# ---- maj_layer ----
maj_layer, signal wires on met2:
(4 px per micron) Cells faint in the background.
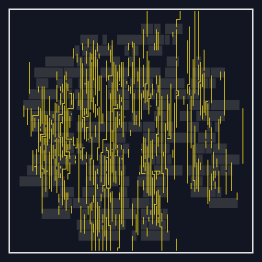

<file path="src/rtl/maj_layer.sv">
// rtl/maj_layer.sv - registered layer of binary majority perceptrons with fwd/bwd handshakes
// Forward computes y from x; backward back-projects targets d and can retrain weights.
module maj_layer #(
  parameter int FAN_IN      = 3,
  parameter int NUM_NEURONS = 3
) (
  input  logic                   clk_in,
  input  logic                   rst_in,
  input  logic                   fwd_valid_in,
  output logic                   fwd_ready_out,
  input  logic [FAN_IN-1:0]      fwd_data_in,
  output logic                   fwd_valid_out,
  input  logic                   fwd_ready_in,
  output logic [NUM_NEURONS-1:0] fwd_data_out,
  input  logic                   bwd_valid_in,
  output logic                   bwd_ready_out,
  input  logic [NUM_NEURONS-1:0] bwd_data_in,
  output logic                   bwd_valid_out,
  input  logic                   bwd_ready_in,
  output logic [FAN_IN-1:0]      bwd_data_out,
  input  logic                   learn_en_in,
  input  logic                   wr_en_in,
  input  logic [((NUM_NEURONS > 1) ? $clog2(NUM_NEURONS) : 1)-1:0] wr_addr_in,
  input  logic [FAN_IN-1:0]      wr_weights_in,
  input  logic                   wr_ctrl_in
);

  localparam int AW = (NUM_NEURONS > 1) ? $clog2(NUM_NEURONS) : 1;

  typedef enum logic [1:0] {
    IDLE     = 2'd0,
    FWD_HOLD = 2'd1,
    WAIT_BWD = 2'd2,
    BWD_HOLD = 2'd3
  } state_t;

  state_t                 state_q, state_d;
  logic [FAN_IN-1:0]      w_q [NUM_NEURONS];
  logic [FAN_IN-1:0]      w_d [NUM_NEURONS];
  logic [NUM_NEURONS-1:0] ctrl_q, ctrl_d;
  logic [FAN_IN-1:0]      x_q, x_d;
  logic [NUM_NEURONS-1:0] y_q, y_d;
  logic [NUM_NEURONS-1:0] fwd_data_q, fwd_data_d;
  logic [FAN_IN-1:0]      bwd_data_q, bwd_data_d;

  logic                   fwd_accept;
  logic                   bwd_accept;
  logic                   wr_hit;
  logic [NUM_NEURONS-1:0] y_new;
  logic [FAN_IN-1:0]      b_new;

  // Majority of x XNOR w; an exact half vote takes the neuron's tie bit.
  function automatic logic neuron_eval(input logic [FAN_IN-1:0] x,
                                       input logic [FAN_IN-1:0] w,
                                       input logic              tie);
    int s;
    s = 0;
    for (int i = 0; i < FAN_IN; i++) begin
      if (x[i] == w[i]) s++;
    end
    if (2 * s > FAN_IN) return 1'b1;
    if (2 * s == FAN_IN) return tie;
    return 1'b0;
  endfunction

  // State register
  always_ff @(posedge clk_in) begin
    if (rst_in) state_q <= IDLE;
    else        state_q <= state_d;
  end

  // Next-state logic
  always_comb begin
    state_d = state_q;
    case (state_q)
      IDLE:     if (fwd_valid_in) state_d = FWD_HOLD;
      FWD_HOLD: if (fwd_ready_in) state_d = WAIT_BWD;
      WAIT_BWD: if (bwd_valid_in) state_d = BWD_HOLD;
      BWD_HOLD: if (bwd_ready_in) state_d = IDLE;
      default:  state_d = IDLE;
    endcase
  end

  // Output logic
  always_comb begin
    fwd_ready_out = (state_q == IDLE);
    bwd_ready_out = (state_q == WAIT_BWD);
    fwd_valid_out = (state_q == FWD_HOLD);
    bwd_valid_out = (state_q == BWD_HOLD);
    fwd_data_out  = fwd_data_q;
    bwd_data_out  = bwd_data_q;
  end

  assign fwd_accept = (state_q == IDLE) && fwd_valid_in;
  assign bwd_accept = (state_q == WAIT_BWD) && bwd_valid_in;
  assign wr_hit     = (state_q == IDLE) && wr_en_in && (int'(wr_addr_in) < NUM_NEURONS);

  // Forward evaluation always sees the registered (pre-write) weights.
  always_comb begin
    y_new = '0;
    for (int n = 0; n < NUM_NEURONS; n++) begin
      y_new[n] = neuron_eval(fwd_data_in, w_q[n], ctrl_q[n]);
    end
  end

  // Backward vote per input column k over all neurons; ties fall back to the saved input.
  always_comb begin
    int cnt;
    b_new = '0;
    for (int k = 0; k < FAN_IN; k++) begin
      cnt = 0;
      for (int n = 0; n < NUM_NEURONS; n++) begin
        if (bwd_data_in[n] == w_q[n][k]) cnt++;
      end
      if (2 * cnt > NUM_NEURONS)       b_new[k] = 1'b1;
      else if (2 * cnt == NUM_NEURONS) b_new[k] = x_q[k];
      else                             b_new[k] = 1'b0;
    end
  end

  always_comb begin
    x_d        = x_q;
    y_d        = y_q;
    fwd_data_d = fwd_data_q;
    bwd_data_d = bwd_data_q;
    ctrl_d     = ctrl_q;
    for (int n = 0; n < NUM_NEURONS; n++) begin
      w_d[n] = w_q[n];
    end

    if (fwd_accept) begin
      x_d        = fwd_data_in;
      y_d        = y_new;
      fwd_data_d = y_new;
    end

    for (int n = 0; n < NUM_NEURONS; n++) begin
      if (wr_hit && (wr_addr_in == AW'(n))) begin
        w_d[n]    = wr_weights_in;
        ctrl_d[n] = wr_ctrl_in;
      end
    end

    if (bwd_accept) begin
      bwd_data_d = b_new;
      // Only neurons that answered wrongly are retrained, toward d XNOR x.
      if (learn_en_in) begin
        for (int n = 0; n < NUM_NEURONS; n++) begin
          if (bwd_data_in[n] != y_q[n]) begin
            w_d[n] = bwd_data_in[n] ? x_q : ~x_q;
          end
        end
      end
    end
  end

  always_ff @(posedge clk_in) begin
    if (rst_in) begin
      for (int n = 0; n < NUM_NEURONS; n++) begin
        w_q[n] <= '1;
      end
      ctrl_q     <= '0;
      x_q        <= '0;
      y_q        <= '0;
      fwd_data_q <= '0;
      bwd_data_q <= '0;
    end else begin
      for (int n = 0; n < NUM_NEURONS; n++) begin
        w_q[n] <= w_d[n];
      end
      ctrl_q     <= ctrl_d;
      x_q        <= x_d;
      y_q        <= y_d;
      fwd_data_q <= fwd_data_d;
      bwd_data_q <= bwd_data_d;
    end
  end

endmodule

</file>
<file path="config.mk">
export PLATFORM = sky130hd
export DESIGN_NAME = maj_layer
export DESIGN_NICKNAME = d
export VERILOG_FILES = /design/src/rtl/maj_layer.sv
export SDC_FILE = /design/constraint.sdc
export NUM_CORES = 1
export LEC_CHECK = 0
export CORE_MARGIN = 2
export CORE_UTILIZATION = 50
export CTS_CLUSTER_SIZE = 28
export DETAILED_ROUTE_END_ITERATION = 7
export DONT_BUFFER_PORTS = 1
export PLACE_DENSITY = 0.71
export SYNTH_ARGS = -nofsm -noshare
export SYNTH_HDL_FRONTEND = slang
export SYNTH_SLANG_ARGS = --single-unit
</file>
<file path="constraint.sdc">
create_clock -name clk_in -period 2.73 [get_ports clk_in]
set_clock_uncertainty 0.1 [all_clocks]
set_input_delay 0.546 -clock clk_in [delete_from_list [all_inputs] [get_ports clk_in]]
set_output_delay 0.546 -clock clk_in [all_outputs]
set_load 0.005 [all_outputs]
</file>
# ---- l4_datapath_flat ----
$ cat config.mk
export PLATFORM = sky130hd
export DESIGN_NAME = l4_datapath_flat
export DESIGN_NICKNAME = d
export VERILOG_FILES = /design/src/rtl/l4_datapath_if.sv /design/src/rtl/l4_datapath.sv /design/src/flat_wrapper.sv
export SDC_FILE = /design/constraint.sdc
export NUM_CORES = 1
export LEC_CHECK = 0
export ABC_AREA = 1
export CAP_MARGIN = 20
export CORE_ASPECT_RATIO = 0.6
export CORE_MARGIN = 1
export CORE_UTILIZATION = 55
export CTS_BUF_LIST = sky130_fd_sc_hd__clkbuf_8
export CTS_CLUSTER_DIAMETER = 40
export DETAILED_ROUTE_END_ITERATION = 6
export PLACE_DENSITY = 0.81
export SYNTH_ARGS = -nofsm -noshare
export SYNTH_HDL_FRONTEND = slang
export SYNTH_SLANG_ARGS = --single-unit
$ cat constraint.sdc
create_clock -name clk -period 7.2 [get_ports clk]
set_input_delay 1.44 -clock clk [delete_from_list [all_inputs] [get_ports clk]]
set_output_delay 1.44 -clock clk [all_outputs]
set_load 0.01 [all_outputs]
$ cat src/rtl/l4_datapath_if.sv
// rtl/l4_datapath_if.sv - control strobe and data bundle between controller and l4 datapath
interface l4_datapath_if #(
    parameter int WIDTH = 8,
    parameter int AW    = 2,
    parameter int IMM_W = 4
);
    logic [AW-1:0]    addr_x;
    logic [AW-1:0]    addr_y;
    logic [IMM_W-1:0] imm;
    logic [WIDTH-1:0] ext_data;
    logic             _Extern;
    logic             Gout;
    logic             Iout;
    logic             RdX;
    logic             RdY;
    logic             Ain;
    logic             Gin;
    logic             add_sub;
    logic             WrX;
    logic             DPin;
    logic [WIDTH-1:0] bus_out;
    logic [WIDTH-1:0] g_out;
    logic [WIDTH-1:0] disp_out;
    logic             zero;
    logic             carry;
    logic             bus_err;

    modport master (
        output addr_x, addr_y, imm, ext_data,
        output _Extern, Gout, Iout, RdX, RdY, Ain, Gin, add_sub, WrX, DPin,
        input  bus_out, g_out, disp_out, zero, carry, bus_err
    );

    modport slave (
        input  addr_x, addr_y, imm, ext_data,
        input  _Extern, Gout, Iout, RdX, RdY, Ain, Gin, add_sub, WrX, DPin,
        output bus_out, g_out, disp_out, zero, carry, bus_err
    );
endinterface

$ cat src/rtl/l4_datapath.sv
// rtl/l4_datapath.sv - single-bus datapath: register file, accumulator, ALU, G, flags, display
module l4_datapath #(
    parameter int WIDTH = 8,
    parameter int NREGS = 4,
    parameter int AW    = 2,
    parameter int IMM_W = 4
) (
    input logic         clk,
    input logic         reset,
    l4_datapath_if.slave dp
);
    logic [WIDTH-1:0] regs [NREGS];
    logic [WIDTH-1:0] a_q;
    logic [WIDTH-1:0] g_q;
    logic [WIDTH-1:0] disp_q;
    logic             zero_q;
    logic             carry_q;
    logic             err_q;

    logic [WIDTH-1:0] bus;
    logic [WIDTH:0]   alu;
    logic [2:0]       n_drv;

    // Fixed-priority bus mux; an undriven bus reads as zero so MV computes A + 0.
    always_comb begin
        bus = '0;
        if (dp._Extern)   bus = dp.ext_data;
        else if (dp.Gout) bus = g_q;
        else if (dp.Iout) bus = {{(WIDTH-IMM_W){1'b0}}, dp.imm};
        else if (dp.RdX)  bus = regs[dp.addr_x];
        else if (dp.RdY)  bus = regs[dp.addr_y];
    end

    // Count asserted bus drivers to detect contention.
    always_comb begin
        n_drv = {2'b00, dp._Extern} + {2'b00, dp.Gout} + {2'b00, dp.Iout}
              + {2'b00, dp.RdX} + {2'b00, dp.RdY};
    end

    // One extra bit holds carry-out on add and borrow on subtract.
    always_comb begin
        if (dp.add_sub) alu = {1'b0, a_q} - {1'b0, bus};
        else            alu = {1'b0, a_q} + {1'b0, bus};
    end

    // Register file: combinational read above, synchronous write of X.
    always_ff @(posedge clk) begin
        if (reset) begin
            for (int i = 0; i < NREGS; i++) regs[i] <= '0;
        end else if (dp.WrX) begin
            regs[dp.addr_x] <= bus;
        end
    end

    // Accumulator, result register, flags, display and sticky contention flag.
    always_ff @(posedge clk) begin
        if (reset) begin
            a_q     <= '0;
            g_q     <= '0;
            disp_q  <= '0;
            zero_q  <= 1'b0;
            carry_q <= 1'b0;
            err_q   <= 1'b0;
        end else begin
            if (dp.Ain)  a_q    <= bus;
            if (dp.DPin) disp_q <= bus;
            if (dp.Gin) begin
                g_q     <= alu[WIDTH-1:0];
                zero_q  <= (alu[WIDTH-1:0] == '0);
                carry_q <= alu[WIDTH];
            end
            if (n_drv > 3'd1) err_q <= 1'b1;
        end
    end

    assign dp.bus_out  = bus;
    assign dp.g_out    = g_q;
    assign dp.disp_out = disp_q;
    assign dp.zero     = zero_q;
    assign dp.carry    = carry_q;
    assign dp.bus_err  = err_q;
endmodule

$ cat src/flat_wrapper.sv
// flat-port wrapper written by rule: the top's interface ports become plain ports
module l4_datapath_flat 
#(
    parameter int WIDTH = 8,
    parameter int NREGS = 4,
    parameter int AW    = 2,
    parameter int IMM_W = 4
)
  (clk, reset, dp_addr_x, dp_addr_y, dp_imm, dp_ext_data, dp__Extern, dp_Gout, dp_Iout, dp_RdX, dp_RdY, dp_Ain, dp_Gin, dp_add_sub, dp_WrX, dp_DPin, dp_bus_out, dp_g_out, dp_disp_out, dp_zero, dp_carry, dp_bus_err);
  l4_datapath_if #(.WIDTH(WIDTH), .AW(AW), .IMM_W(IMM_W)) dp_i ();
  input logic clk;
  input logic reset;
  input wire logic [$bits(dp_i.addr_x)-1:0] dp_addr_x;
  input wire logic [$bits(dp_i.addr_y)-1:0] dp_addr_y;
  input wire logic [$bits(dp_i.imm)-1:0] dp_imm;
  input wire logic [$bits(dp_i.ext_data)-1:0] dp_ext_data;
  input wire logic [$bits(dp_i._Extern)-1:0] dp__Extern;
  input wire logic [$bits(dp_i.Gout)-1:0] dp_Gout;
  input wire logic [$bits(dp_i.Iout)-1:0] dp_Iout;
  input wire logic [$bits(dp_i.RdX)-1:0] dp_RdX;
  input wire logic [$bits(dp_i.RdY)-1:0] dp_RdY;
  input wire logic [$bits(dp_i.Ain)-1:0] dp_Ain;
  input wire logic [$bits(dp_i.Gin)-1:0] dp_Gin;
  input wire logic [$bits(dp_i.add_sub)-1:0] dp_add_sub;
  input wire logic [$bits(dp_i.WrX)-1:0] dp_WrX;
  input wire logic [$bits(dp_i.DPin)-1:0] dp_DPin;
  output wire logic [$bits(dp_i.bus_out)-1:0] dp_bus_out;
  output wire logic [$bits(dp_i.g_out)-1:0] dp_g_out;
  output wire logic [$bits(dp_i.disp_out)-1:0] dp_disp_out;
  output wire logic [$bits(dp_i.zero)-1:0] dp_zero;
  output wire logic [$bits(dp_i.carry)-1:0] dp_carry;
  output wire logic [$bits(dp_i.bus_err)-1:0] dp_bus_err;
  assign dp_i.addr_x = dp_addr_x;
  assign dp_i.addr_y = dp_addr_y;
  assign dp_i.imm = dp_imm;
  assign dp_i.ext_data = dp_ext_data;
  assign dp_i._Extern = dp__Extern;
  assign dp_i.Gout = dp_Gout;
  assign dp_i.Iout = dp_Iout;
  assign dp_i.RdX = dp_RdX;
  assign dp_i.RdY = dp_RdY;
  assign dp_i.Ain = dp_Ain;
  assign dp_i.Gin = dp_Gin;
  assign dp_i.add_sub = dp_add_sub;
  assign dp_i.WrX = dp_WrX;
  assign dp_i.DPin = dp_DPin;
  assign dp_bus_out = dp_i.bus_out;
  assign dp_g_out = dp_i.g_out;
  assign dp_disp_out = dp_i.disp_out;
  assign dp_zero = dp_i.zero;
  assign dp_carry = dp_i.carry;
  assign dp_bus_err = dp_i.bus_err;
  l4_datapath #(.WIDTH(WIDTH), .NREGS(NREGS), .AW(AW), .IMM_W(IMM_W)) u_core (.clk(clk), .reset(reset), .dp(dp_i));
endmodule
l4_datapath_flat, gate families picked out:
(6 px per micron)
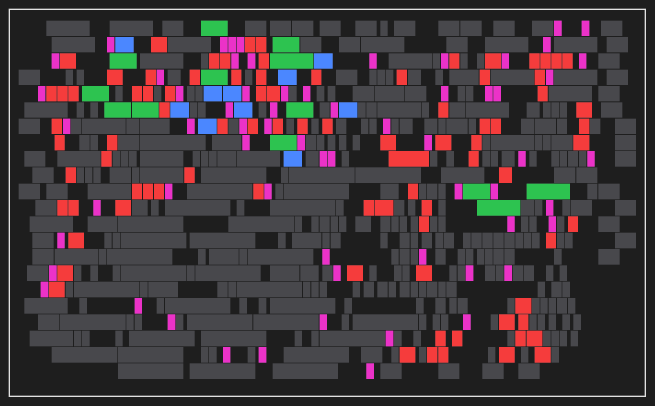
Key: XOR/XNOR gates = blue [cells 10]; inverting AOI/OAI gates = red [cells 86, where all over the die]; adder and majority cells = green [cells 13]; inverters = magenta [cells 63, where all over the die]
most numerous logic cell after layout: nand2_1
final cell count without fillers: 618
Comb area share: 40.0%

l4_datapath_flat, register map, names as in the netlist:
(6 px per micron)
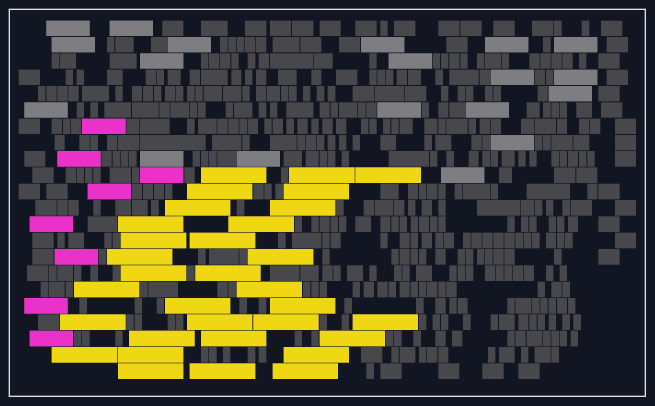
Key: `u_core.regs` = yellow [flops 32]; `u_core.dp.disp_out` = magenta [flops 8, where west]
power in sequential cells: 0.399 mW
Reg area: 1500 sq um

==> impl_metrics.tcl, l4_datapath_flat <==
# collected from the flow reports
set metrics [dict create \
    cp_slowest_cell "clkdlybuf4s50_1" \
    drc 0 \
    use_met1_pct 50.1 \
    wl_met2_microns 3890 \
    seq_share_pct 34.8 \
    place_inst 602 \
    p_leak_nw 1.95 \
    drv_cap 0 \
    p_int_mw 0.644 \
    pwr_density_cell_nw_per_um2 224 \
    mostFrequentLayoutCells "nand2_1 (120), nor2_1 (61), inv_1 (58), clkdlybuf4s50_1 (54), nand3_1 (36)" \
    row_count 22 \
    vias_per_cell 5.55 \
    worstSetupPathType "in -> out" \
    buf_share_pct 12.7 \
    drive_gt1_share_pct 5.81 \
    crit_chain "clkdlybuf4s50_1 > inv_2 > nand3_1 > nand3_1 > nor2_1 > nor2_1 > nand2_1 > nand2_1 > nand2_1 > inv_1 > clkdlybuf4s50_1" \
    setup_tns_ps 0 \
    fillers 519 \
    min_period_over_period_pct 78.7 \
    cp.arrival_ps 4230 \
    rsz0062_at_grt "false" \
    drt.antenna.violating_nets 0 \
    clkbuf_count 9 \
    cts-root-buf "clkbuf_8" \
    grt_max_degree 25 \
    syn-num-nets 521 \
    hold_depth 2 \
    swShare_pct 33.3 \
    p_comb_mw 0.259 \
    inv_count 63 \
    cts_buffers 9 \
    cp_common_cell "nand2_1" \
    buffers 55 \
    cts_sinks 59 \
    post-route-util_pct 70.0 \
    end_kind "output port" \
    drv_slew 0 \
    dieWidth_microns 106 \
    pwr-share-comb_pct 26.8 \
    crit_end "dp_bus_out[6]" \
    fmax_mhz 176 \
    worst_ep_required_time_ps 5760 \
    timing.hold.ws_ps 492 \
    comb_cells 341 \
    drtIter0Drc 372 \
    wl_per_cell_microns 16.4 \
    yosysWarningCount 0 \
    ios 55 \
    topCellsByArea "edfxtp_1 (27%), dfxtp_1 (15%), nand2_1 (13%)" \
    core_sq_um 6170 \
    p_switching_mw 0.322 \
    run_status "complete, no violations" \
    critPathLaunchType "input pin" \
    io_buffers 54 \
    cts_buffer_depth 2 \
    yosys.area_share.aoi_pct 14.1 \
    relSlewSlack_pct 44.8 \
    synth_top_area_share_pct 27.0 \
    wl_microns 10200 \
    nNetsFinal 570 \
    tool_warnings 26 \
    grt_pass1_vias 3034 \
    clk_latency_ps 340 \
]
maj_layer, register map, names as in the netlist:
(8 px per micron)
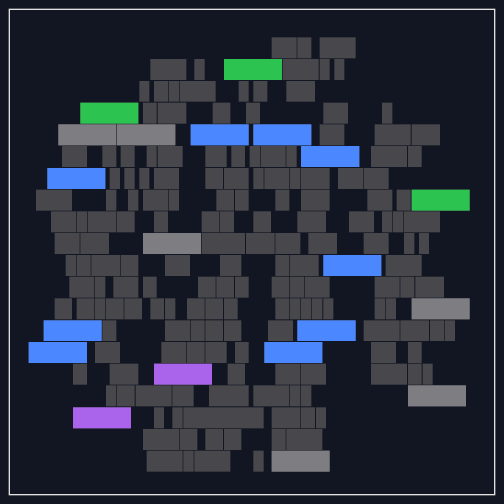
Key: `w_q` = blue [flops 9]; `fwd_data_out` = green [flops 3]; `state_q` = purple [flops 2]
Another 6 sequential cells are not colored.
power in sequential cells: 0.476 mW
Finished Core Util: 54.0%

## Picture notes: 'signal wires on met2' of maj_layer
The layer carries 1,790 microns of wire. The longest straight run is 22.4 microns.
met2 Use GR: 37.9%
vias post-DR: 1,397

==> impl_metrics.tcl, maj_layer <==
# collected from the flow reports
set metrics [dict create \
    wl_per_cell_microns 16.0 \
    drtPass1Iterations 4 \
    vias_per_cell 6.00 \
    end_kind "flop" \
    core_sq_um 3050 \
    largest_register "w_q" \
    swShare_pct 42.2 \
    crit_family "simple AND/OR/NAND/NOR gates" \
    drv_cap 0 \
    n_antenna_cell 0 \
    timing.hold.ws_ps 191 \
    postLayoutCellArea_sq_um 1650 \
    cpPeakStageDelay_ps 390 \
    ys_sh_xor_pct 9.88 \
    place_inst 229 \
    drc 0 \
    top_power_group "combinational logic" \
    async_flop_share_pct 0 \
    buf_share_pct 0 \
    overflow 0 \
    drtIter0Drc 55 \
    run_status "complete, no violations" \
    io_buffers 0 \
    worstSetupPathType "reg -> reg" \
    ios 30 \
    cts_buffers 3 \
    hold_path.class "in -> reg" \
    fmax_mhz 480 \
    antenna_found_initial 0 \
    drive_gt1_share_pct 7.94 \
    crit_end "w_q[0][2]" \
    cp.arrival_ps 2200 \
    cp_slowest_cell "nor4b_1" \
    pwr-share-comb_pct 45.0 \
]

==> notes/layouts.md <==
Pictures saved along the way, in no particular order.

Routing congestion.
picture 1
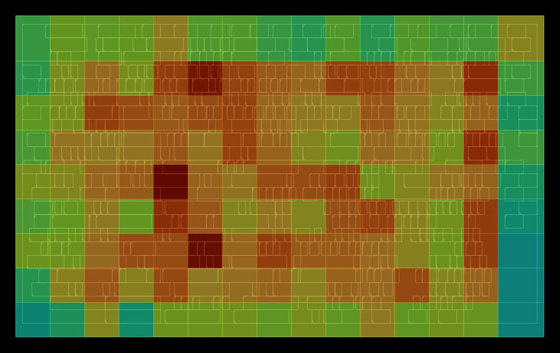
picture 2
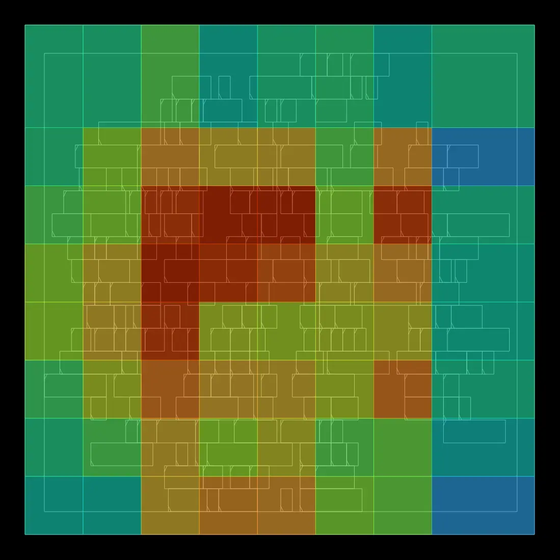
Picture 2 is maj_layer.
Picture 1 is l4_datapath_flat.
The one with the highest track usage is picture 1.


# ---- rf_banked ----
rf_banked, signal wires on met2:
(1.5 px per micron) Cells faint in the background.
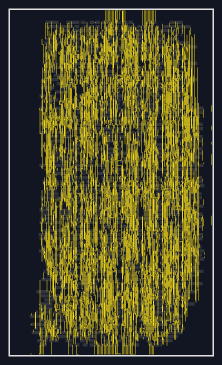

<file path="config.mk">
export PLATFORM = sky130hd
export DESIGN_NAME = rf_banked
export DESIGN_NICKNAME = d
export VERILOG_FILES = /design/src/rtl/rf_banked_pkg.sv /design/src/rtl/rf_banked_clr_seq.sv /design/src/rtl/rf_banked.sv
export SDC_FILE = /design/constraint.sdc
export NUM_CORES = 1
export LEC_CHECK = 0
export CAP_MARGIN = 5
export CORE_AREA = 5 5 130 225
export DETAILED_ROUTE_END_ITERATION = 10
export DIE_AREA = 0 0 135 230
export GPL_ROUTABILITY_DRIVEN = 0
export PLACE_DENSITY = 0.79
export SETUP_SLACK_MARGIN = 0.15
export SLEW_MARGIN = 20
export SYNTH_ARGS = -nofsm -noshare
export SYNTH_HDL_FRONTEND = slang
export SYNTH_SLANG_ARGS = --single-unit
export TNS_END_PERCENT = 50
</file>
<file path="constraint.sdc">
create_clock -name i_clk -period 5.37 [get_ports i_clk]
set_input_delay 0.8055 -clock i_clk [delete_from_list [all_inputs] [get_ports i_clk]]
set_output_delay 0.8055 -clock i_clk [all_outputs]
set_load 0.02 [all_outputs]
</file>
<file path="src/rtl/rf_banked_pkg.sv">
`default_nettype none
// ============================================================================
//  Module      : rf_banked_pkg
//  Description : Shared definitions for the banked register file: default
//                geometry and clear-sequencer state encodings.
//  Revision    : 1.0 - initial release
// ============================================================================
package rf_banked_pkg;

    // Default geometry
    localparam int c_RW_DEFAULT    = 16;
    localparam int c_REGNO_DEFAULT = 8;
    localparam int c_BANKS_DEFAULT = 2;

    // Clear sequencer state encodings
    localparam logic [1:0] c_CLR_IDLE  = 2'd0;
    localparam logic [1:0] c_CLR_CLEAR = 2'd1;
    localparam logic [1:0] c_CLR_DONE  = 2'd2;

endpackage
`default_nettype wire

</file>
<file path="src/rtl/rf_banked_clr_seq.sv">
`default_nettype none
// ============================================================================
//  Module      : rf_banked_clr_seq
//  Description : Bank-clear sequencer. On an accepted request it latches the
//                target bank and walks every register index once, one per
//                cycle, then pulses done for a single cycle.
//  Ports       : i_clk, i_rst_n     clock, async active-low reset
//                i_clr_req          start request (accepted only when idle)
//                i_clr_bank         bank to clear, latched on acceptance
//                o_clr_we           clear write strobe (high while clearing)
//                o_clr_idx          register index being cleared this cycle
//                o_clr_bank         latched bank under clear
//                o_clr_busy         sequencer in CLEAR state
//                o_clr_done         one-cycle pulse after last register
//  Revision    : 1.0 - initial release
// ============================================================================
module rf_banked_clr_seq
    import rf_banked_pkg::*;
#(
    parameter int REGNO = c_REGNO_DEFAULT,
    parameter int RL    = $clog2(REGNO),
    parameter int BL    = 1
) (
    input  logic          i_clk,
    input  logic          i_rst_n,
    input  logic          i_clr_req,
    input  logic [BL-1:0] i_clr_bank,
    output logic          o_clr_we,
    output logic [RL-1:0] o_clr_idx,
    output logic [BL-1:0] o_clr_bank,
    output logic          o_clr_busy,
    output logic          o_clr_done
);

    localparam logic [RL-1:0] c_LAST = RL'(REGNO - 1);

    logic [1:0]    r_state;
    logic [RL-1:0] r_cnt;
    logic [BL-1:0] r_bank;
    logic          r_busy;
    logic          r_done;

    always_ff @(posedge i_clk or negedge i_rst_n) begin
        if (!i_rst_n) begin
            r_state <= c_CLR_IDLE;
            r_cnt   <= '0;
            r_bank  <= '0;
            r_busy  <= 1'b0;
            r_done  <= 1'b0;
        end else begin
            case (r_state)
                c_CLR_IDLE: begin
                    r_done <= 1'b0;
                    if (i_clr_req) begin
                        r_bank  <= i_clr_bank;
                        r_cnt   <= '0;
                        r_busy  <= 1'b1;
                        r_state <= c_CLR_CLEAR;
                    end
                end
                c_CLR_CLEAR: begin
                    if (r_cnt == c_LAST) begin
                        r_cnt   <= '0;
                        r_busy  <= 1'b0;
                        r_done  <= 1'b1;
                        r_state <= c_CLR_DONE;
                    end else begin
                        r_cnt <= r_cnt + 1'b1;
                    end
                end
                c_CLR_DONE: begin
                    // Requests arriving here are ignored by design.
                    r_done  <= 1'b0;
                    r_state <= c_CLR_IDLE;
                end
                default: begin
                    r_busy  <= 1'b0;
                    r_done  <= 1'b0;
                    r_state <= c_CLR_IDLE;
                end
            endcase
        end
    end

    assign o_clr_we   = r_busy;
    assign o_clr_idx  = r_cnt;
    assign o_clr_bank = r_bank;
    assign o_clr_busy = r_busy;
    assign o_clr_done = r_done;

endmodule
`default_nettype wire

</file>
<file path="src/rtl/rf_banked.sv">
`default_nettype none
// ============================================================================
//  Module      : rf_banked
//  Description : Multi-bank register file with two combinational read ports
//                (same-cycle write bypass), one one-hot write port, a per-
//                register busy scoreboard and a hardware bank-clear engine.
//  Ports       : i_clk, i_rst_n          clock, async active-low reset
//                i_gie, i_ie, i_wbank,   write port (one-hot enable)
//                i_d
//                i_rbank, i_lout_sel,    read bank and indices
//                i_rout_sel
//                o_lout, o_rout          read data (bypassed)
//                o_lbusy, o_rbusy        registered scoreboard bits
//                i_claim, i_claim_bank,  scoreboard claim port
//                i_claim_sel
//                i_clr_req, i_clr_bank   bank-clear request
//                o_clr_busy, o_clr_done  bank-clear status
//                o_wr_drop               external write discarded this cycle
//                dbg_r0                  bank 0 register 0
//  Revision    : 1.0 - initial release
// ============================================================================
module rf_banked
    import rf_banked_pkg::*;
#(
    parameter int RW    = c_RW_DEFAULT,
    parameter int REGNO = c_REGNO_DEFAULT,
    parameter int BANKS = c_BANKS_DEFAULT,
    parameter int RL    = $clog2(REGNO),
    parameter int BL    = (BANKS > 1) ? $clog2(BANKS) : 1
) (
    input  logic             i_clk,
    input  logic             i_rst_n,
    input  logic             i_gie,
    input  logic [REGNO-1:0] i_ie,
    input  logic [BL-1:0]    i_wbank,
    input  logic [RW-1:0]    i_d,
    input  logic [BL-1:0]    i_rbank,
    input  logic [RL-1:0]    i_lout_sel,
    input  logic [RL-1:0]    i_rout_sel,
    output logic [RW-1:0]    o_lout,
    output logic [RW-1:0]    o_rout,
    output logic             o_lbusy,
    output logic             o_rbusy,
    input  logic             i_claim,
    input  logic [BL-1:0]    i_claim_bank,
    input  logic [RL-1:0]    i_claim_sel,
    input  logic             i_clr_req,
    input  logic [BL-1:0]    i_clr_bank,
    output logic             o_clr_busy,
    output logic             o_clr_done,
    output logic             o_wr_drop,
    output logic [RW-1:0]    dbg_r0
);

    logic [RW-1:0] r_regs [BANKS][REGNO];
    logic          r_busy [BANKS][REGNO];

    // With a single bank every bank input collapses to bank 0.
    logic [BL-1:0] w_wbank;
    logic [BL-1:0] w_rbank;
    logic [BL-1:0] w_claim_bank;
    logic [BL-1:0] w_clr_bank_req;

    assign w_wbank        = (BANKS > 1) ? i_wbank      : '0;
    assign w_rbank        = (BANKS > 1) ? i_rbank      : '0;
    assign w_claim_bank   = (BANKS > 1) ? i_claim_bank : '0;
    assign w_clr_bank_req = (BANKS > 1) ? i_clr_bank   : '0;

    logic          w_clr_we;
    logic [RL-1:0] w_clr_idx;
    logic [BL-1:0] w_clr_bank;

    rf_banked_clr_seq #(
        .REGNO (REGNO),
        .RL    (RL),
        .BL    (BL)
    ) u_clr_seq (
        .i_clk      (i_clk),
        .i_rst_n    (i_rst_n),
        .i_clr_req  (i_clr_req),
        .i_clr_bank (w_clr_bank_req),
        .o_clr_we   (w_clr_we),
        .o_clr_idx  (w_clr_idx),
        .o_clr_bank (w_clr_bank),
        .o_clr_busy (o_clr_busy),
        .o_clr_done (o_clr_done)
    );

    // Encode the one-hot write enable into a register index.
    logic [RL-1:0] w_widx;
    always_comb begin
        w_widx = '0;
        for (int k = 0; k < REGNO; k++) begin
            if (i_ie[k]) w_widx = RL'(k);
        end
    end

    logic w_eff_we;
    logic w_drop;
    logic w_ext_we;

    assign w_eff_we  = i_gie & (|i_ie);
    // The bank under clear is owned by the clear engine until it finishes.
    assign w_drop    = w_eff_we & w_clr_we & (w_wbank == w_clr_bank);
    assign w_ext_we  = w_eff_we & ~w_drop;
    assign o_wr_drop = w_drop;

    for (genvar b = 0; b < BANKS; b++) begin : g_bank
        for (genvar r = 0; r < REGNO; r++) begin : g_reg
            logic w_wr_hit;
            logic w_clr_hit;
            logic w_claim_blk;
            logic w_claim_hit;

            assign w_wr_hit    = w_ext_we & (w_wbank == BL'(b)) & (w_widx == RL'(r));
            assign w_clr_hit   = w_clr_we & (w_clr_bank == BL'(b)) & (w_clr_idx == RL'(r));
            // Registers already cleared, or being cleared now, refuse claims.
            assign w_claim_blk = w_clr_we & (w_clr_bank == BL'(b)) & (RL'(r) <= w_clr_idx);
            assign w_claim_hit = i_claim & (w_claim_bank == BL'(b)) &
                                 (i_claim_sel == RL'(r)) & ~w_claim_blk;

            always_ff @(posedge i_clk or negedge i_rst_n) begin
                if (!i_rst_n) begin
                    r_regs[b][r] <= '0;
                    r_busy[b][r] <= 1'b0;
                end else begin
                    if (w_clr_hit) begin
                        r_regs[b][r] <= '0;
                    end else if (w_wr_hit) begin
                        r_regs[b][r] <= i_d;
                    end

                    // Priority: clear > claim > write completion.
                    if (w_clr_hit) begin
                        r_busy[b][r] <= 1'b0;
                    end else if (w_claim_hit) begin
                        r_busy[b][r] <= 1'b1;
                    end else if (w_wr_hit) begin
                        r_busy[b][r] <= 1'b0;
                    end
                end
            end
        end
    end

    logic w_lbyp;
    logic w_rbyp;

    assign w_lbyp  = w_ext_we & (w_wbank == w_rbank) & (w_widx == i_lout_sel);
    assign w_rbyp  = w_ext_we & (w_wbank == w_rbank) & (w_widx == i_rout_sel);

    assign o_lout  = w_lbyp ? i_d : r_regs[w_rbank][i_lout_sel];
    assign o_rout  = w_rbyp ? i_d : r_regs[w_rbank][i_rout_sel];
    assign o_lbusy = r_busy[w_rbank][i_lout_sel];
    assign o_rbusy = r_busy[w_rbank][i_rout_sel];
    assign dbg_r0  = r_regs[0][0];

    // Multi-hot write enables have no defined meaning.
    always_ff @(posedge i_clk) begin
        if (i_rst_n && i_gie) begin
            assert ($onehot0(i_ie));
        end
    end

endmodule
`default_nettype wire

</file>
# ---- seg7_scan_decoder ----
## src/rtl/seg7_scan_decoder.sv

```systemverilog
// seg7_scan_decoder: samples a multiplexed 7-segment scan bus, qualifies each
// digit pattern for stability, decodes it to BCD and publishes complete frames
// through a valid/ack handshake.
module seg7_scan_decoder #(
    parameter int unsigned NUM_DIGITS    = 4,
    parameter int unsigned STABLE_CYCLES = 4
) (
    input  logic                      clk,
    input  logic                      rst_n,
    input  logic [6:0]                seg_in,
    input  logic [NUM_DIGITS-1:0]     dig_en,
    output logic [4*NUM_DIGITS-1:0]   bcd_out,
    output logic [NUM_DIGITS-1:0]     digit_valid,
    output logic                      frame_valid,
    input  logic                      frame_ack,
    output logic                      err_pulse,
    output logic                      overrun
);

    // Counter value reached after STABLE_CYCLES consecutive samples of one pattern.
    localparam logic [7:0] CNT_MAX = 8'(STABLE_CYCLES - 1);

    // {legal, value}; illegal patterns decode to 4'hF.
    function automatic logic [4:0] decode(input logic [6:0] s);
        logic [4:0] r;
        case (s)
            7'b1111110: r = {1'b1, 4'd0};
            7'b0110000: r = {1'b1, 4'd1};
            7'b1101101: r = {1'b1, 4'd2};
            7'b1111001: r = {1'b1, 4'd3};
            7'b0110011: r = {1'b1, 4'd4};
            7'b1011011: r = {1'b1, 4'd5};
            7'b1011111: r = {1'b1, 4'd6};
            7'b1110000: r = {1'b1, 4'd7};
            7'b1111111: r = {1'b1, 4'd8};
            7'b1111011: r = {1'b1, 4'd9};
            default:    r = {1'b0, 4'hF};
        endcase
        return r;
    endfunction

    logic [6:0]              seg_q, seg_prev_q;
    logic [NUM_DIGITS-1:0]   dig_q, dig_prev_q;
    logic [7:0]              cnt_q, cnt_d;
    logic                    committed_q, committed_d;
    logic [4*NUM_DIGITS-1:0] work_q, work_d;
    logic [NUM_DIGITS-1:0]   wvalid_q, wvalid_d;
    logic [NUM_DIGITS-1:0]   seen_q, seen_d;
    logic [4*NUM_DIGITS-1:0] bcd_q, bcd_d;
    logic [NUM_DIGITS-1:0]   dv_q, dv_d;
    logic                    fv_q, fv_d;
    logic                    err_q, err_d;
    logic                    ov_q, ov_d;

    logic                    same;
    logic                    commit;
    logic                    complete;
    logic                    multi_hot;
    logic [4:0]              dec;

    // Input stage plus one-sample history used by the stability qualifier.
    always_ff @(posedge clk or negedge rst_n) begin
        if (!rst_n) begin
            seg_q      <= '0;
            dig_q      <= '0;
            seg_prev_q <= '0;
            dig_prev_q <= '0;
        end else begin
            seg_q      <= seg_in;
            dig_q      <= dig_en;
            seg_prev_q <= seg_q;
            dig_prev_q <= dig_q;
        end
    end

    // Stability qualifier: the committed pattern is the older sample, since the
    // count reflects how long that sample matched its predecessor.
    always_comb begin
        same        = (seg_q == seg_prev_q) && (dig_q == dig_prev_q);
        commit      = (cnt_q == CNT_MAX) && !committed_q;
        cnt_d       = '0;
        committed_d = 1'b0;
        if (same) begin
            cnt_d       = (cnt_q == CNT_MAX) ? cnt_q : cnt_q + 8'd1;
            committed_d = committed_q | commit;
        end
    end

    // Digit commit into the working bank and frame completion / handshake.
    always_comb begin
        multi_hot = (dig_prev_q & (dig_prev_q - 1'b1)) != '0;
        dec       = decode(seg_prev_q);
        complete  = &seen_q;
        work_d    = work_q;
        wvalid_d  = wvalid_q;
        seen_d    = complete ? '0 : seen_q;
        err_d     = 1'b0;
        if (commit && (dig_prev_q != '0)) begin
            if (multi_hot) begin
                err_d = 1'b1;
            end else begin
                for (int unsigned k = 0; k < NUM_DIGITS; k++) begin
                    if (dig_prev_q[k]) begin
                        work_d[4*k +: 4] = dec[3:0];
                        wvalid_d[k]      = dec[4];
                        seen_d[k]        = 1'b1;
                    end
                end
                err_d = !dec[4];
            end
        end
        bcd_d = complete ? work_q : bcd_q;
        dv_d  = complete ? wvalid_q : dv_q;
        if (complete) begin
            fv_d = 1'b1;
        end else if (frame_ack && fv_q) begin
            fv_d = 1'b0;
        end else begin
            fv_d = fv_q;
        end
        ov_d = complete && fv_q && !frame_ack;
    end

    // State and output registers.
    always_ff @(posedge clk or negedge rst_n) begin
        if (!rst_n) begin
            cnt_q       <= '0;
            committed_q <= 1'b0;
            work_q      <= '0;
            wvalid_q    <= '0;
            seen_q      <= '0;
            bcd_q       <= '0;
            dv_q        <= '0;
            fv_q        <= 1'b0;
            err_q       <= 1'b0;
            ov_q        <= 1'b0;
        end else begin
            cnt_q       <= cnt_d;
            committed_q <= committed_d;
            work_q      <= work_d;
            wvalid_q    <= wvalid_d;
            seen_q      <= seen_d;
            bcd_q       <= bcd_d;
            dv_q        <= dv_d;
            fv_q        <= fv_d;
            err_q       <= err_d;
            ov_q        <= ov_d;
        end
    end

    assign bcd_out     = bcd_q;
    assign digit_valid = dv_q;
    assign frame_valid = fv_q;
    assign err_pulse   = err_q;
    assign overrun     = ov_q;

endmodule

```

## config.mk

```make
export PLATFORM = sky130hd
export DESIGN_NAME = seg7_scan_decoder
export DESIGN_NICKNAME = d
export VERILOG_FILES = /design/src/rtl/seg7_scan_decoder.sv
export SDC_FILE = /design/constraint.sdc
export NUM_CORES = 1
export LEC_CHECK = 0
export CORE_UTILIZATION = 50
export CTS_BUF_LIST = sky130_fd_sc_hd__clkbuf_2 sky130_fd_sc_hd__clkbuf_4 sky130_fd_sc_hd__clkbuf_8
export DETAILED_ROUTE_END_ITERATION = 12
export GPL_TIMING_DRIVEN = 0
export PLACE_DENSITY = 0.72
export SYNTH_ARGS = -nofsm -noshare
export SYNTH_HDL_FRONTEND = slang
export SYNTH_SLANG_ARGS = --single-unit
```

## constraint.sdc

```tcl
create_clock -name clk -period 2.7 [get_ports clk]
set_input_delay 0.675 -clock clk [delete_from_list [all_inputs] [get_ports clk]]
set_output_delay 0.675 -clock clk [all_outputs]
set_load 0.01 [all_outputs]
```

seg7_scan_decoder, signal wires on met2:
(3 px per micron) Cells faint in the background.
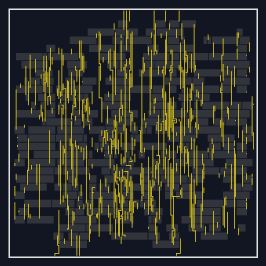
The wires run mostly vertical. The longest straight run is 36.4 microns. The layer carries 2,400 microns of wire. The layer holds 45% of the routed length.
WL final: 5330 microns
met2 Use GR: 29.8%
vias post-DR: 1,945

==> impl_metrics.tcl, seg7_scan_decoder <==
# collected from the flow reports
set metrics [dict create \
    pwr-share-comb_pct 5.2 \
    row_count 28 \
    tool_warnings 26 \
    clkPwrFrac_pct 36.5 \
    dr_wl_met3_microns 160 \
    timing.hold.ws_ps 208 \
    clk_latency_ps 340 \
    finClkSkew_ps 8.03 \
    synth_top_area_share_pct 60.7 \
    rsz0062_at_grt "false" \
    place_area_sq_um 3690 \
    mux_share_pct 12.0 \
    critPathLaunchType "flop" \
    drv_cap 0 \
    seq_area_sq_um 1950 \
    async_flop_share_pct 100 \
    crit_family "simple AND/OR/NAND/NOR gates" \
    fmax_mhz 489 \
    comb_area_share_pct 30.2 \
    grt_usage_pct 18.9 \
    cp_max_fo 7 \
    fin_crit_ps 2040 \
    gp_congestion 0.820 \
    reg2reg_depth 5 \
    run_status "complete, no violations" \
    crit_end "wvalid_q[1]" \
]
rf_banked, register map, names as in the netlist:
(3 px per micron)
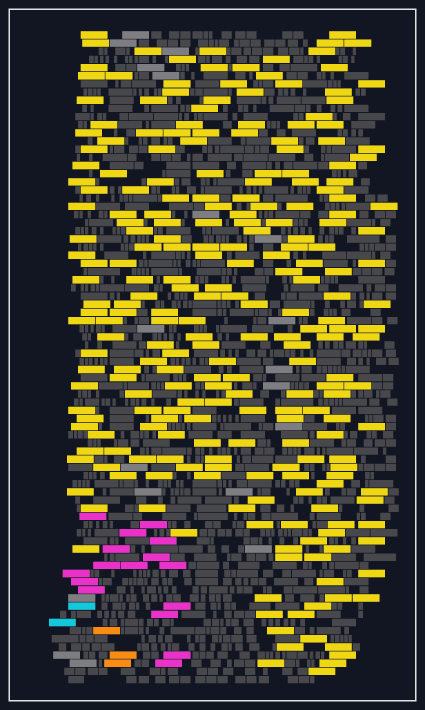
Key: `r_regs` = yellow [flops 240, where all over the die]; `r_busy` = magenta [flops 16]; `u_clr_seq.o_clr_idx` = orange [flops 3]; `u_clr_seq.r_state` = cyan [flops 2]
Another 19 sequential cells are not colored.
Reg area: 7010 sq um
power in sequential cells: 3.86 mW
Finished Core Util: 66.7%
flop share of the area: 38.7%

rf_banked, close-up of the layout:
Window x 48 to 88, y 141 to 181 microns. Cells in gray, sequential cells in the stronger gray; small squares are vias.
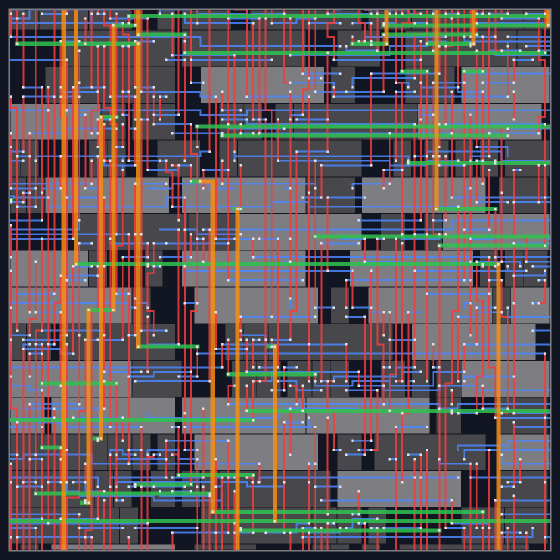
Key: met1 = blue; met3 = green; met4 = orange; met2 = red
Netlist names of flops here include `r_regs` (21), `dbg_r0` (2). Most frequent: nand2_1 (29), dfrtp_1 (23), mux4_2 (12). 110 logic cells have their middle in the window. Sequential cells in the window: 23.

Notes on 'signal wires on met2' of rf_banked above:
The layer carries 25.1 mm of wire. 1,315 nets have wire on it. The wires run mostly vertical. The layer holds 51% of the routed length. The longest straight run is 132 microns.
met2 Use GR: 53.4%
vias post-DR: 13,295
WL final: 49,300 microns

==> impl_metrics.tcl, rf_banked <==
# collected from the flow reports
set metrics [dict create \
    run_status "complete, no violations" \
    cpPeakStageDelay_ps 660 \
    hold_path.class "in -> async" \
    grt_pass1_vias 13457 \
    fin_crit_ps 4770 \
    syn-num-nets 1584 \
    drc 0 \
    top_cells_by_count "nand2_1 (362), dfrtp_1 (280), o21ai_0 (194)" \
    fillers 1975 \
    io_buffers 94 \
    timing.hold.ws_ps 293 \
    htree_num_levels 1 \
    cts_buffers 26 \
    worst_slack_ps 601 \
    comb_area_share_pct 46.1 \
    reg2reg_depth 5 \
    ys_cells 1538 \
    min_period_over_period_pct 88.8 \
    die-area_sq_um 31100 \
    r2r_setup_slack_ps 2790 \
    cts-root-buf "clkbuf_16" \
    hold_violations 0 \
    met1Wirelength_microns 16600 \
    drv_cap 0 \
    p_leak_nw 7.47 \
    hold_buffers 0 \
    topCellsByArea "dfrtp_1 (44%), mux4_2 (19%), nand2_1 (8.5%)" \
    swShare_pct 35.8 \
    clkTransAtPathRegs_ps 70 \
    ys_sh_simple_pct 14.0 \
    dominant_cells "multi-input combinational cells" \
    place_area_sq_um 17100 \
    synthFlopType "dfrtp_1" \
    cp_max_fo 16 \
    buf_share_pct 6.87 \
    logic_family "multiplexers" \
    worst_ep_required_time_ps 4560 \
    synthCells 1538 \
    tool_warnings 32 \
    dr.max_layer_used "met4" \
    tap-cell-count 369 \
    fmax_mhz 210 \
    relSlewSlack_pct 21.1 \
    pg_clk_mw 2.08 \
    crit_chain "clkdlybuf4s50_1 > nor2_1 > o31a_1 > xnor2_1 > a211oi_4 > buf_4 > mux2i_1 > clkdlybuf4s50_1" \
    mux_share_pct 24.5 \
    end_kind "output port" \
]

==> layout pictures side by side <==
Gate families picked out.
(a)
(6 px per micron)
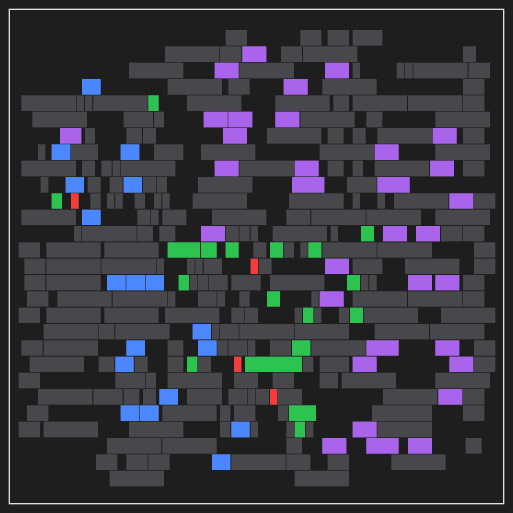
(b)
(3 px per micron)
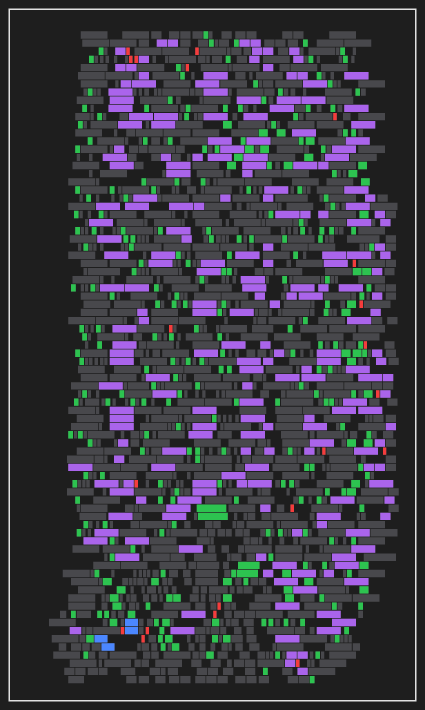
- most cells: (b)
- largest die: (b)
rf_banked -> (b)
seg7_scan_decoder -> (a)

Key to (a):
Key: inverting AOI/OAI gates = green [cells 18, where center]; inverters = red [cells 4]; XOR/XNOR gates = blue [cells 18]; multiplexers = purple [cells 33]


# ---- musb_port_arbiter ----
`config.mk`:
```
export PLATFORM = sky130hd
export DESIGN_NAME = musb_port_arbiter
export DESIGN_NICKNAME = d
export VERILOG_FILES = /design/src/rtl/musb_port_arbiter.sv
export SDC_FILE = /design/constraint.sdc
export NUM_CORES = 1
export LEC_CHECK = 0
export ABC_AREA = 1
export CAP_MARGIN = 20
export CORE_MARGIN = 5
export CORE_UTILIZATION = 40
export DETAILED_ROUTE_END_ITERATION = 7
export GPL_ROUTABILITY_DRIVEN = 0
export PLACE_DENSITY = 0.85
export REMOVE_ABC_BUFFERS = 1
export SLEW_MARGIN = 0
export SYNTH_ARGS = -nofsm -noshare
export SYNTH_HDL_FRONTEND = slang
export SYNTH_SLANG_ARGS = --single-unit
```
`constraint.sdc`:
```
create_clock -name clk -period 4.33 [get_ports clk]
set_clock_uncertainty 0.2 [all_clocks]
set_input_delay 0.433 -clock clk [delete_from_list [all_inputs] [get_ports clk]]
set_output_delay 0.433 -clock clk [all_outputs]
set_load 0.03 [all_outputs]
```
`src/rtl/musb_port_arbiter.sv`:
```
// Two-port (instruction/data) arbiter onto one shared single-port memory bus.
// Define ARB_ROUND_ROBIN_EN for round-robin arbitration; otherwise dport has fixed priority.
module musb_port_arbiter #(
    parameter int unsigned TIMEOUT = 255
) (
    input  logic        clk,
    input  logic        rst,
    input  logic [31:0] iport_address,
    input  logic [3:0]  iport_wr,
    input  logic        iport_enable,
    output logic [31:0] iport_data_i,
    output logic        iport_ready,
    output logic        iport_error,
    input  logic [31:0] dport_address,
    input  logic [31:0] dport_data_o,
    input  logic [3:0]  dport_wr,
    input  logic        dport_enable,
    output logic [31:0] dport_data_i,
    output logic        dport_ready,
    output logic        dport_error,
    output logic [31:0] bus_address,
    output logic [31:0] bus_data_o,
    output logic [3:0]  bus_wr,
    output logic        bus_enable,
    input  logic [31:0] bus_data_i,
    input  logic        bus_ready,
    input  logic        bus_error
);

    // state   | meaning
    // IDLE    | no grant; arbitrate pending requests
    // GRANT_I | iport owns the bus
    // GRANT_D | dport owns the bus
    typedef enum logic [1:0] {IDLE, GRANT_I, GRANT_D} state_t;

`ifdef ARB_ROUND_ROBIN_EN
    localparam bit RR_EN = 1'b1;
`else
    localparam bit RR_EN = 1'b0;
`endif

    state_t      state;
    logic        last_grant;   // 0 = iport, 1 = dport
    logic [7:0]  wait_cnt;
    logic [31:0] addr_q;
    logic [31:0] data_q;
    logic [3:0]  wr_q;

    logic granted;
    logic owner_en;
    logic to_armed;
    logic timeout_hit;
    logic resp_rdy;
    logic resp_err;
    logic pick_d;
    logic pick_i;

    assign granted  = (state == GRANT_I) || (state == GRANT_D);
    assign owner_en = (state == GRANT_I) ? iport_enable : dport_enable;
    assign to_armed = (TIMEOUT != 0) && (({24'd0, wait_cnt} + 32'd1) == TIMEOUT);

    // Timeout only fires if the bus has not answered; a dropped enable aborts silently.
    assign timeout_hit = granted && owner_en && to_armed && !bus_ready && !bus_error;
    assign resp_err    = granted && owner_en && (bus_error || timeout_hit);
    assign resp_rdy    = granted && owner_en && bus_ready && !bus_error;

    assign pick_d = dport_enable && (!iport_enable || !RR_EN || !last_grant);
    assign pick_i = iport_enable && !pick_d;

    assign bus_enable  = granted && !timeout_hit;
    assign bus_address = granted ? addr_q : 32'd0;
    assign bus_data_o  = granted ? data_q : 32'd0;
    assign bus_wr      = granted ? wr_q : 4'd0;

    assign iport_ready = (state == GRANT_I) && resp_rdy;
    assign iport_error = (state == GRANT_I) && resp_err;
    assign dport_ready = (state == GRANT_D) && resp_rdy;
    assign dport_error = (state == GRANT_D) && resp_err;

    assign iport_data_i = rst ? bus_data_i : 32'd0;
    assign dport_data_i = rst ? bus_data_i : 32'd0;

    always_ff @(posedge clk or negedge rst) begin
        if (!rst) begin
            state      <= IDLE;
            last_grant <= 1'b0;
            wait_cnt   <= 8'd0;
            addr_q     <= 32'd0;
            data_q     <= 32'd0;
            wr_q       <= 4'd0;
        end else begin
            case (state)
                IDLE: begin
                    wait_cnt <= 8'd0;
                    if (pick_d) begin
                        state      <= GRANT_D;
                        last_grant <= 1'b1;
                        addr_q     <= dport_address;
                        data_q     <= dport_data_o;
                        wr_q       <= dport_wr;
                    end else if (pick_i) begin
                        state      <= GRANT_I;
                        last_grant <= 1'b0;
                        addr_q     <= iport_address;
                        data_q     <= 32'd0;
                        wr_q       <= iport_wr;
                    end
                end
                GRANT_I, GRANT_D: begin
                    if (!owner_en || bus_ready || bus_error || timeout_hit) begin
                        state <= IDLE;
                    end else begin
                        wait_cnt <= wait_cnt + 8'd1;
                    end
                end
                default: state <= IDLE;
            endcase
        end
    end

endmodule
```
==> impl_metrics.tcl <==
# collected from the flow reports
set metrics [dict create \
    hold_violations 0 \
    dr_wl_met3_microns 979 \
    n_antenna_cell 0 \
    grt_use_met2_pct 34.3 \
    place_area_sq_um 7310 \
    drive_gt1_share_pct 4.28 \
    die-area_sq_um 14000 \
    cp_max_fo 51 \
    cp-startpoint "state[1]" \
    finalSetupViolCount 0 \
    grt_use_met3_pct 4.82 \
    p_comb_mw 3.00 \
    dominant_cells "buffers" \
    io_buffers 278 \
    reg2reg_depth 11 \
    wl_microns 14400 \
    cts_sinks 78 \
    ys_types 21 \
    hold_depth 2 \
    cp.arrival_ps 2780 \
    top_usage_layer "met2" \
    drc 0 \
    cts-root-buf "clkbuf_16" \
    r2r_setup_slack_ps 1960 \
    inv_count 156 \
    clk_latency_ps 320 \
    vdd.ir_drop.worst_mv 0.415 \
    p_total_mw 5.07 \
    cts_buffers 9 \
    mostFrequentLayoutCells "clkdlybuf4s50_1 (273), nand2_1 (245), inv_1 (154), dfrtp_1 (78), nor2_1 (48)" \
    vias 4736 \
    relSlewSlack_pct 29.4 \
    comb_cells 399 \
    largest_area_cell "dfrtp_1" \
    hold_buffers 1 \
    place_hpwl_microns 11100 \
    buffers 285 \
    clkTransAtPathRegs_ps 60 \
    pg_clk_mw 0.822 \
    p_switching_mw 2.33 \
    row_count 39 \
    cts_resized 0 \
    antenna_found_initial 0 \
    htree_num_levels 3 \
    yosysWarningCount 0 \
    ys_sh_xor_pct 0 \
    dpl_worst_slack_ps 1230 \
    most_common_cell "nand2_1" \
    fillers 967 \
    postLayoutCellArea_sq_um 7650 \
    ys_area_sq_um 4690 \
    crit_chain "inv_1 > ha_2 > buf_4 > nand2_1 > inv_1 > clkdlybuf4s50_1" \
    p_leak_nw 4.01 \
    met1Wirelength_microns 6030 \
    worst_pin_slew_ps 1060 \
    cts_buffer_depth 2 \
    end_kind "output port" \
    fp_util_pct 40.9 \
    tap-cell-count 143 \
    synthFlopType "dfrtp_1" \
    synthCells 699 \
    r2r-start "state[1]" \
    run_status "complete, no violations" \
    top_cells_by_count "nand2_1 (245), inv_1 (154), dfrtp_1 (78)" \
    syn_area_sq_um 4690 \
    drtIter0Drc 314 \
    use_met1_pct 25.0 \
    overflow 0 \
    logic_area_sq_um 1780 \
    mux_share_pct 0 \
]
musb_port_arbiter, register map, names as in the netlist:
(4 px per micron)
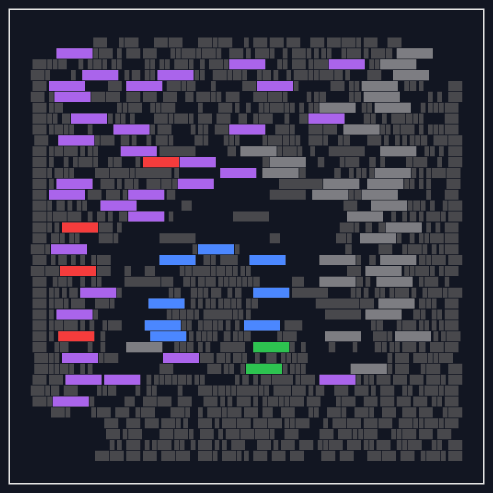
Key: `wait_cnt` = blue [flops 8, where center]; `state` = green [flops 2]; `wr_q` = red [flops 4, where west]; `addr_q` = purple [flops 32]
Reg area: 1950 sq um
flop share of the area: 25.5%
Finished Core Util: 66.7%
power in sequential cells: 1.26 mW



==> gallery <==
Close-up of the layout.
Plate I
Window x 21 to 61, y 38 to 78 microns. Cells in gray, sequential cells in the stronger gray; small squares are vias.
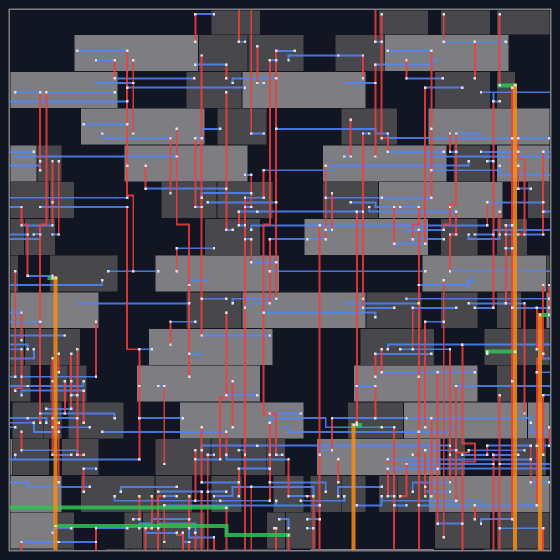
Plate II
Window x 39 to 79, y 63 to 103 microns. Cells in gray, sequential cells in the stronger gray; small squares are vias.
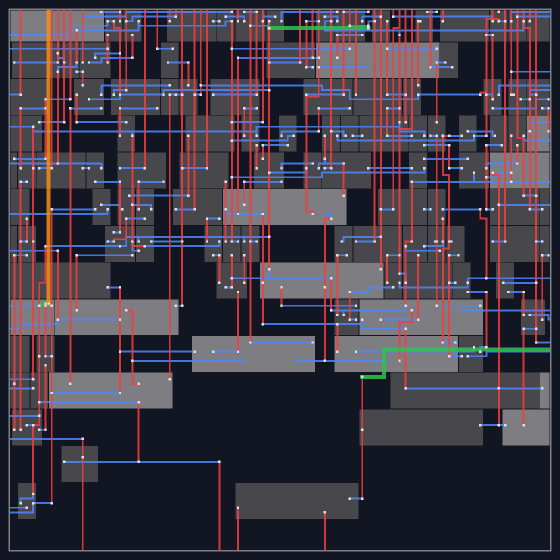
Plate III
Window x 10 to 50, y 20 to 60 microns. Cells in gray, sequential cells in the stronger gray; small squares are vias.
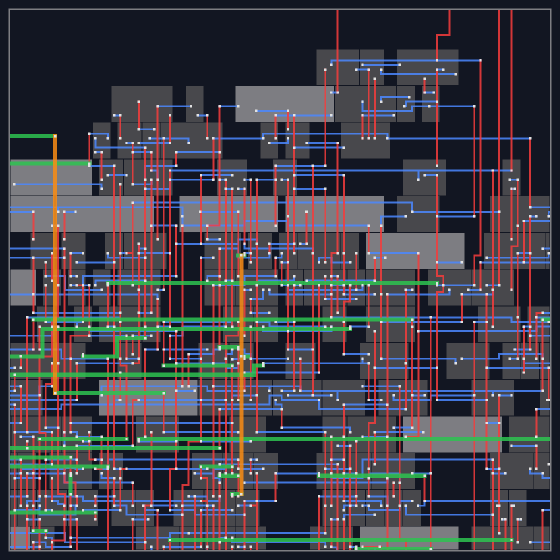
Plate IV
Window x 33 to 73, y 24 to 64 microns. Cells in gray, sequential cells in the stronger gray; small squares are vias.
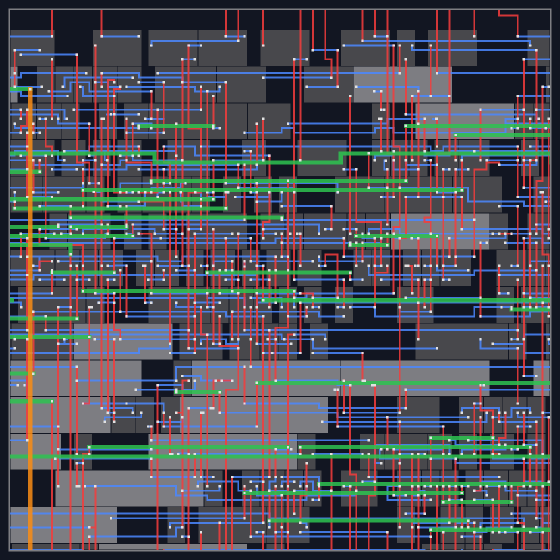
- maj_layer = Plate III
- l4_datapath_flat = Plate IV
- seg7_scan_decoder = Plate I
- musb_port_arbiter = Plate II

Key to Plate IV:
Key: met1 = blue; met2 = red; met3 = green; met4 = orange
155 logic cells have their middle in the window. Netlist names of flops here include `u_core.regs` (8). Most frequent: nand2_1 (33), inv_1 (21), nor2_1 (15). Sequential cells in the window: 12.

Power and IR drop assume default switching activity.
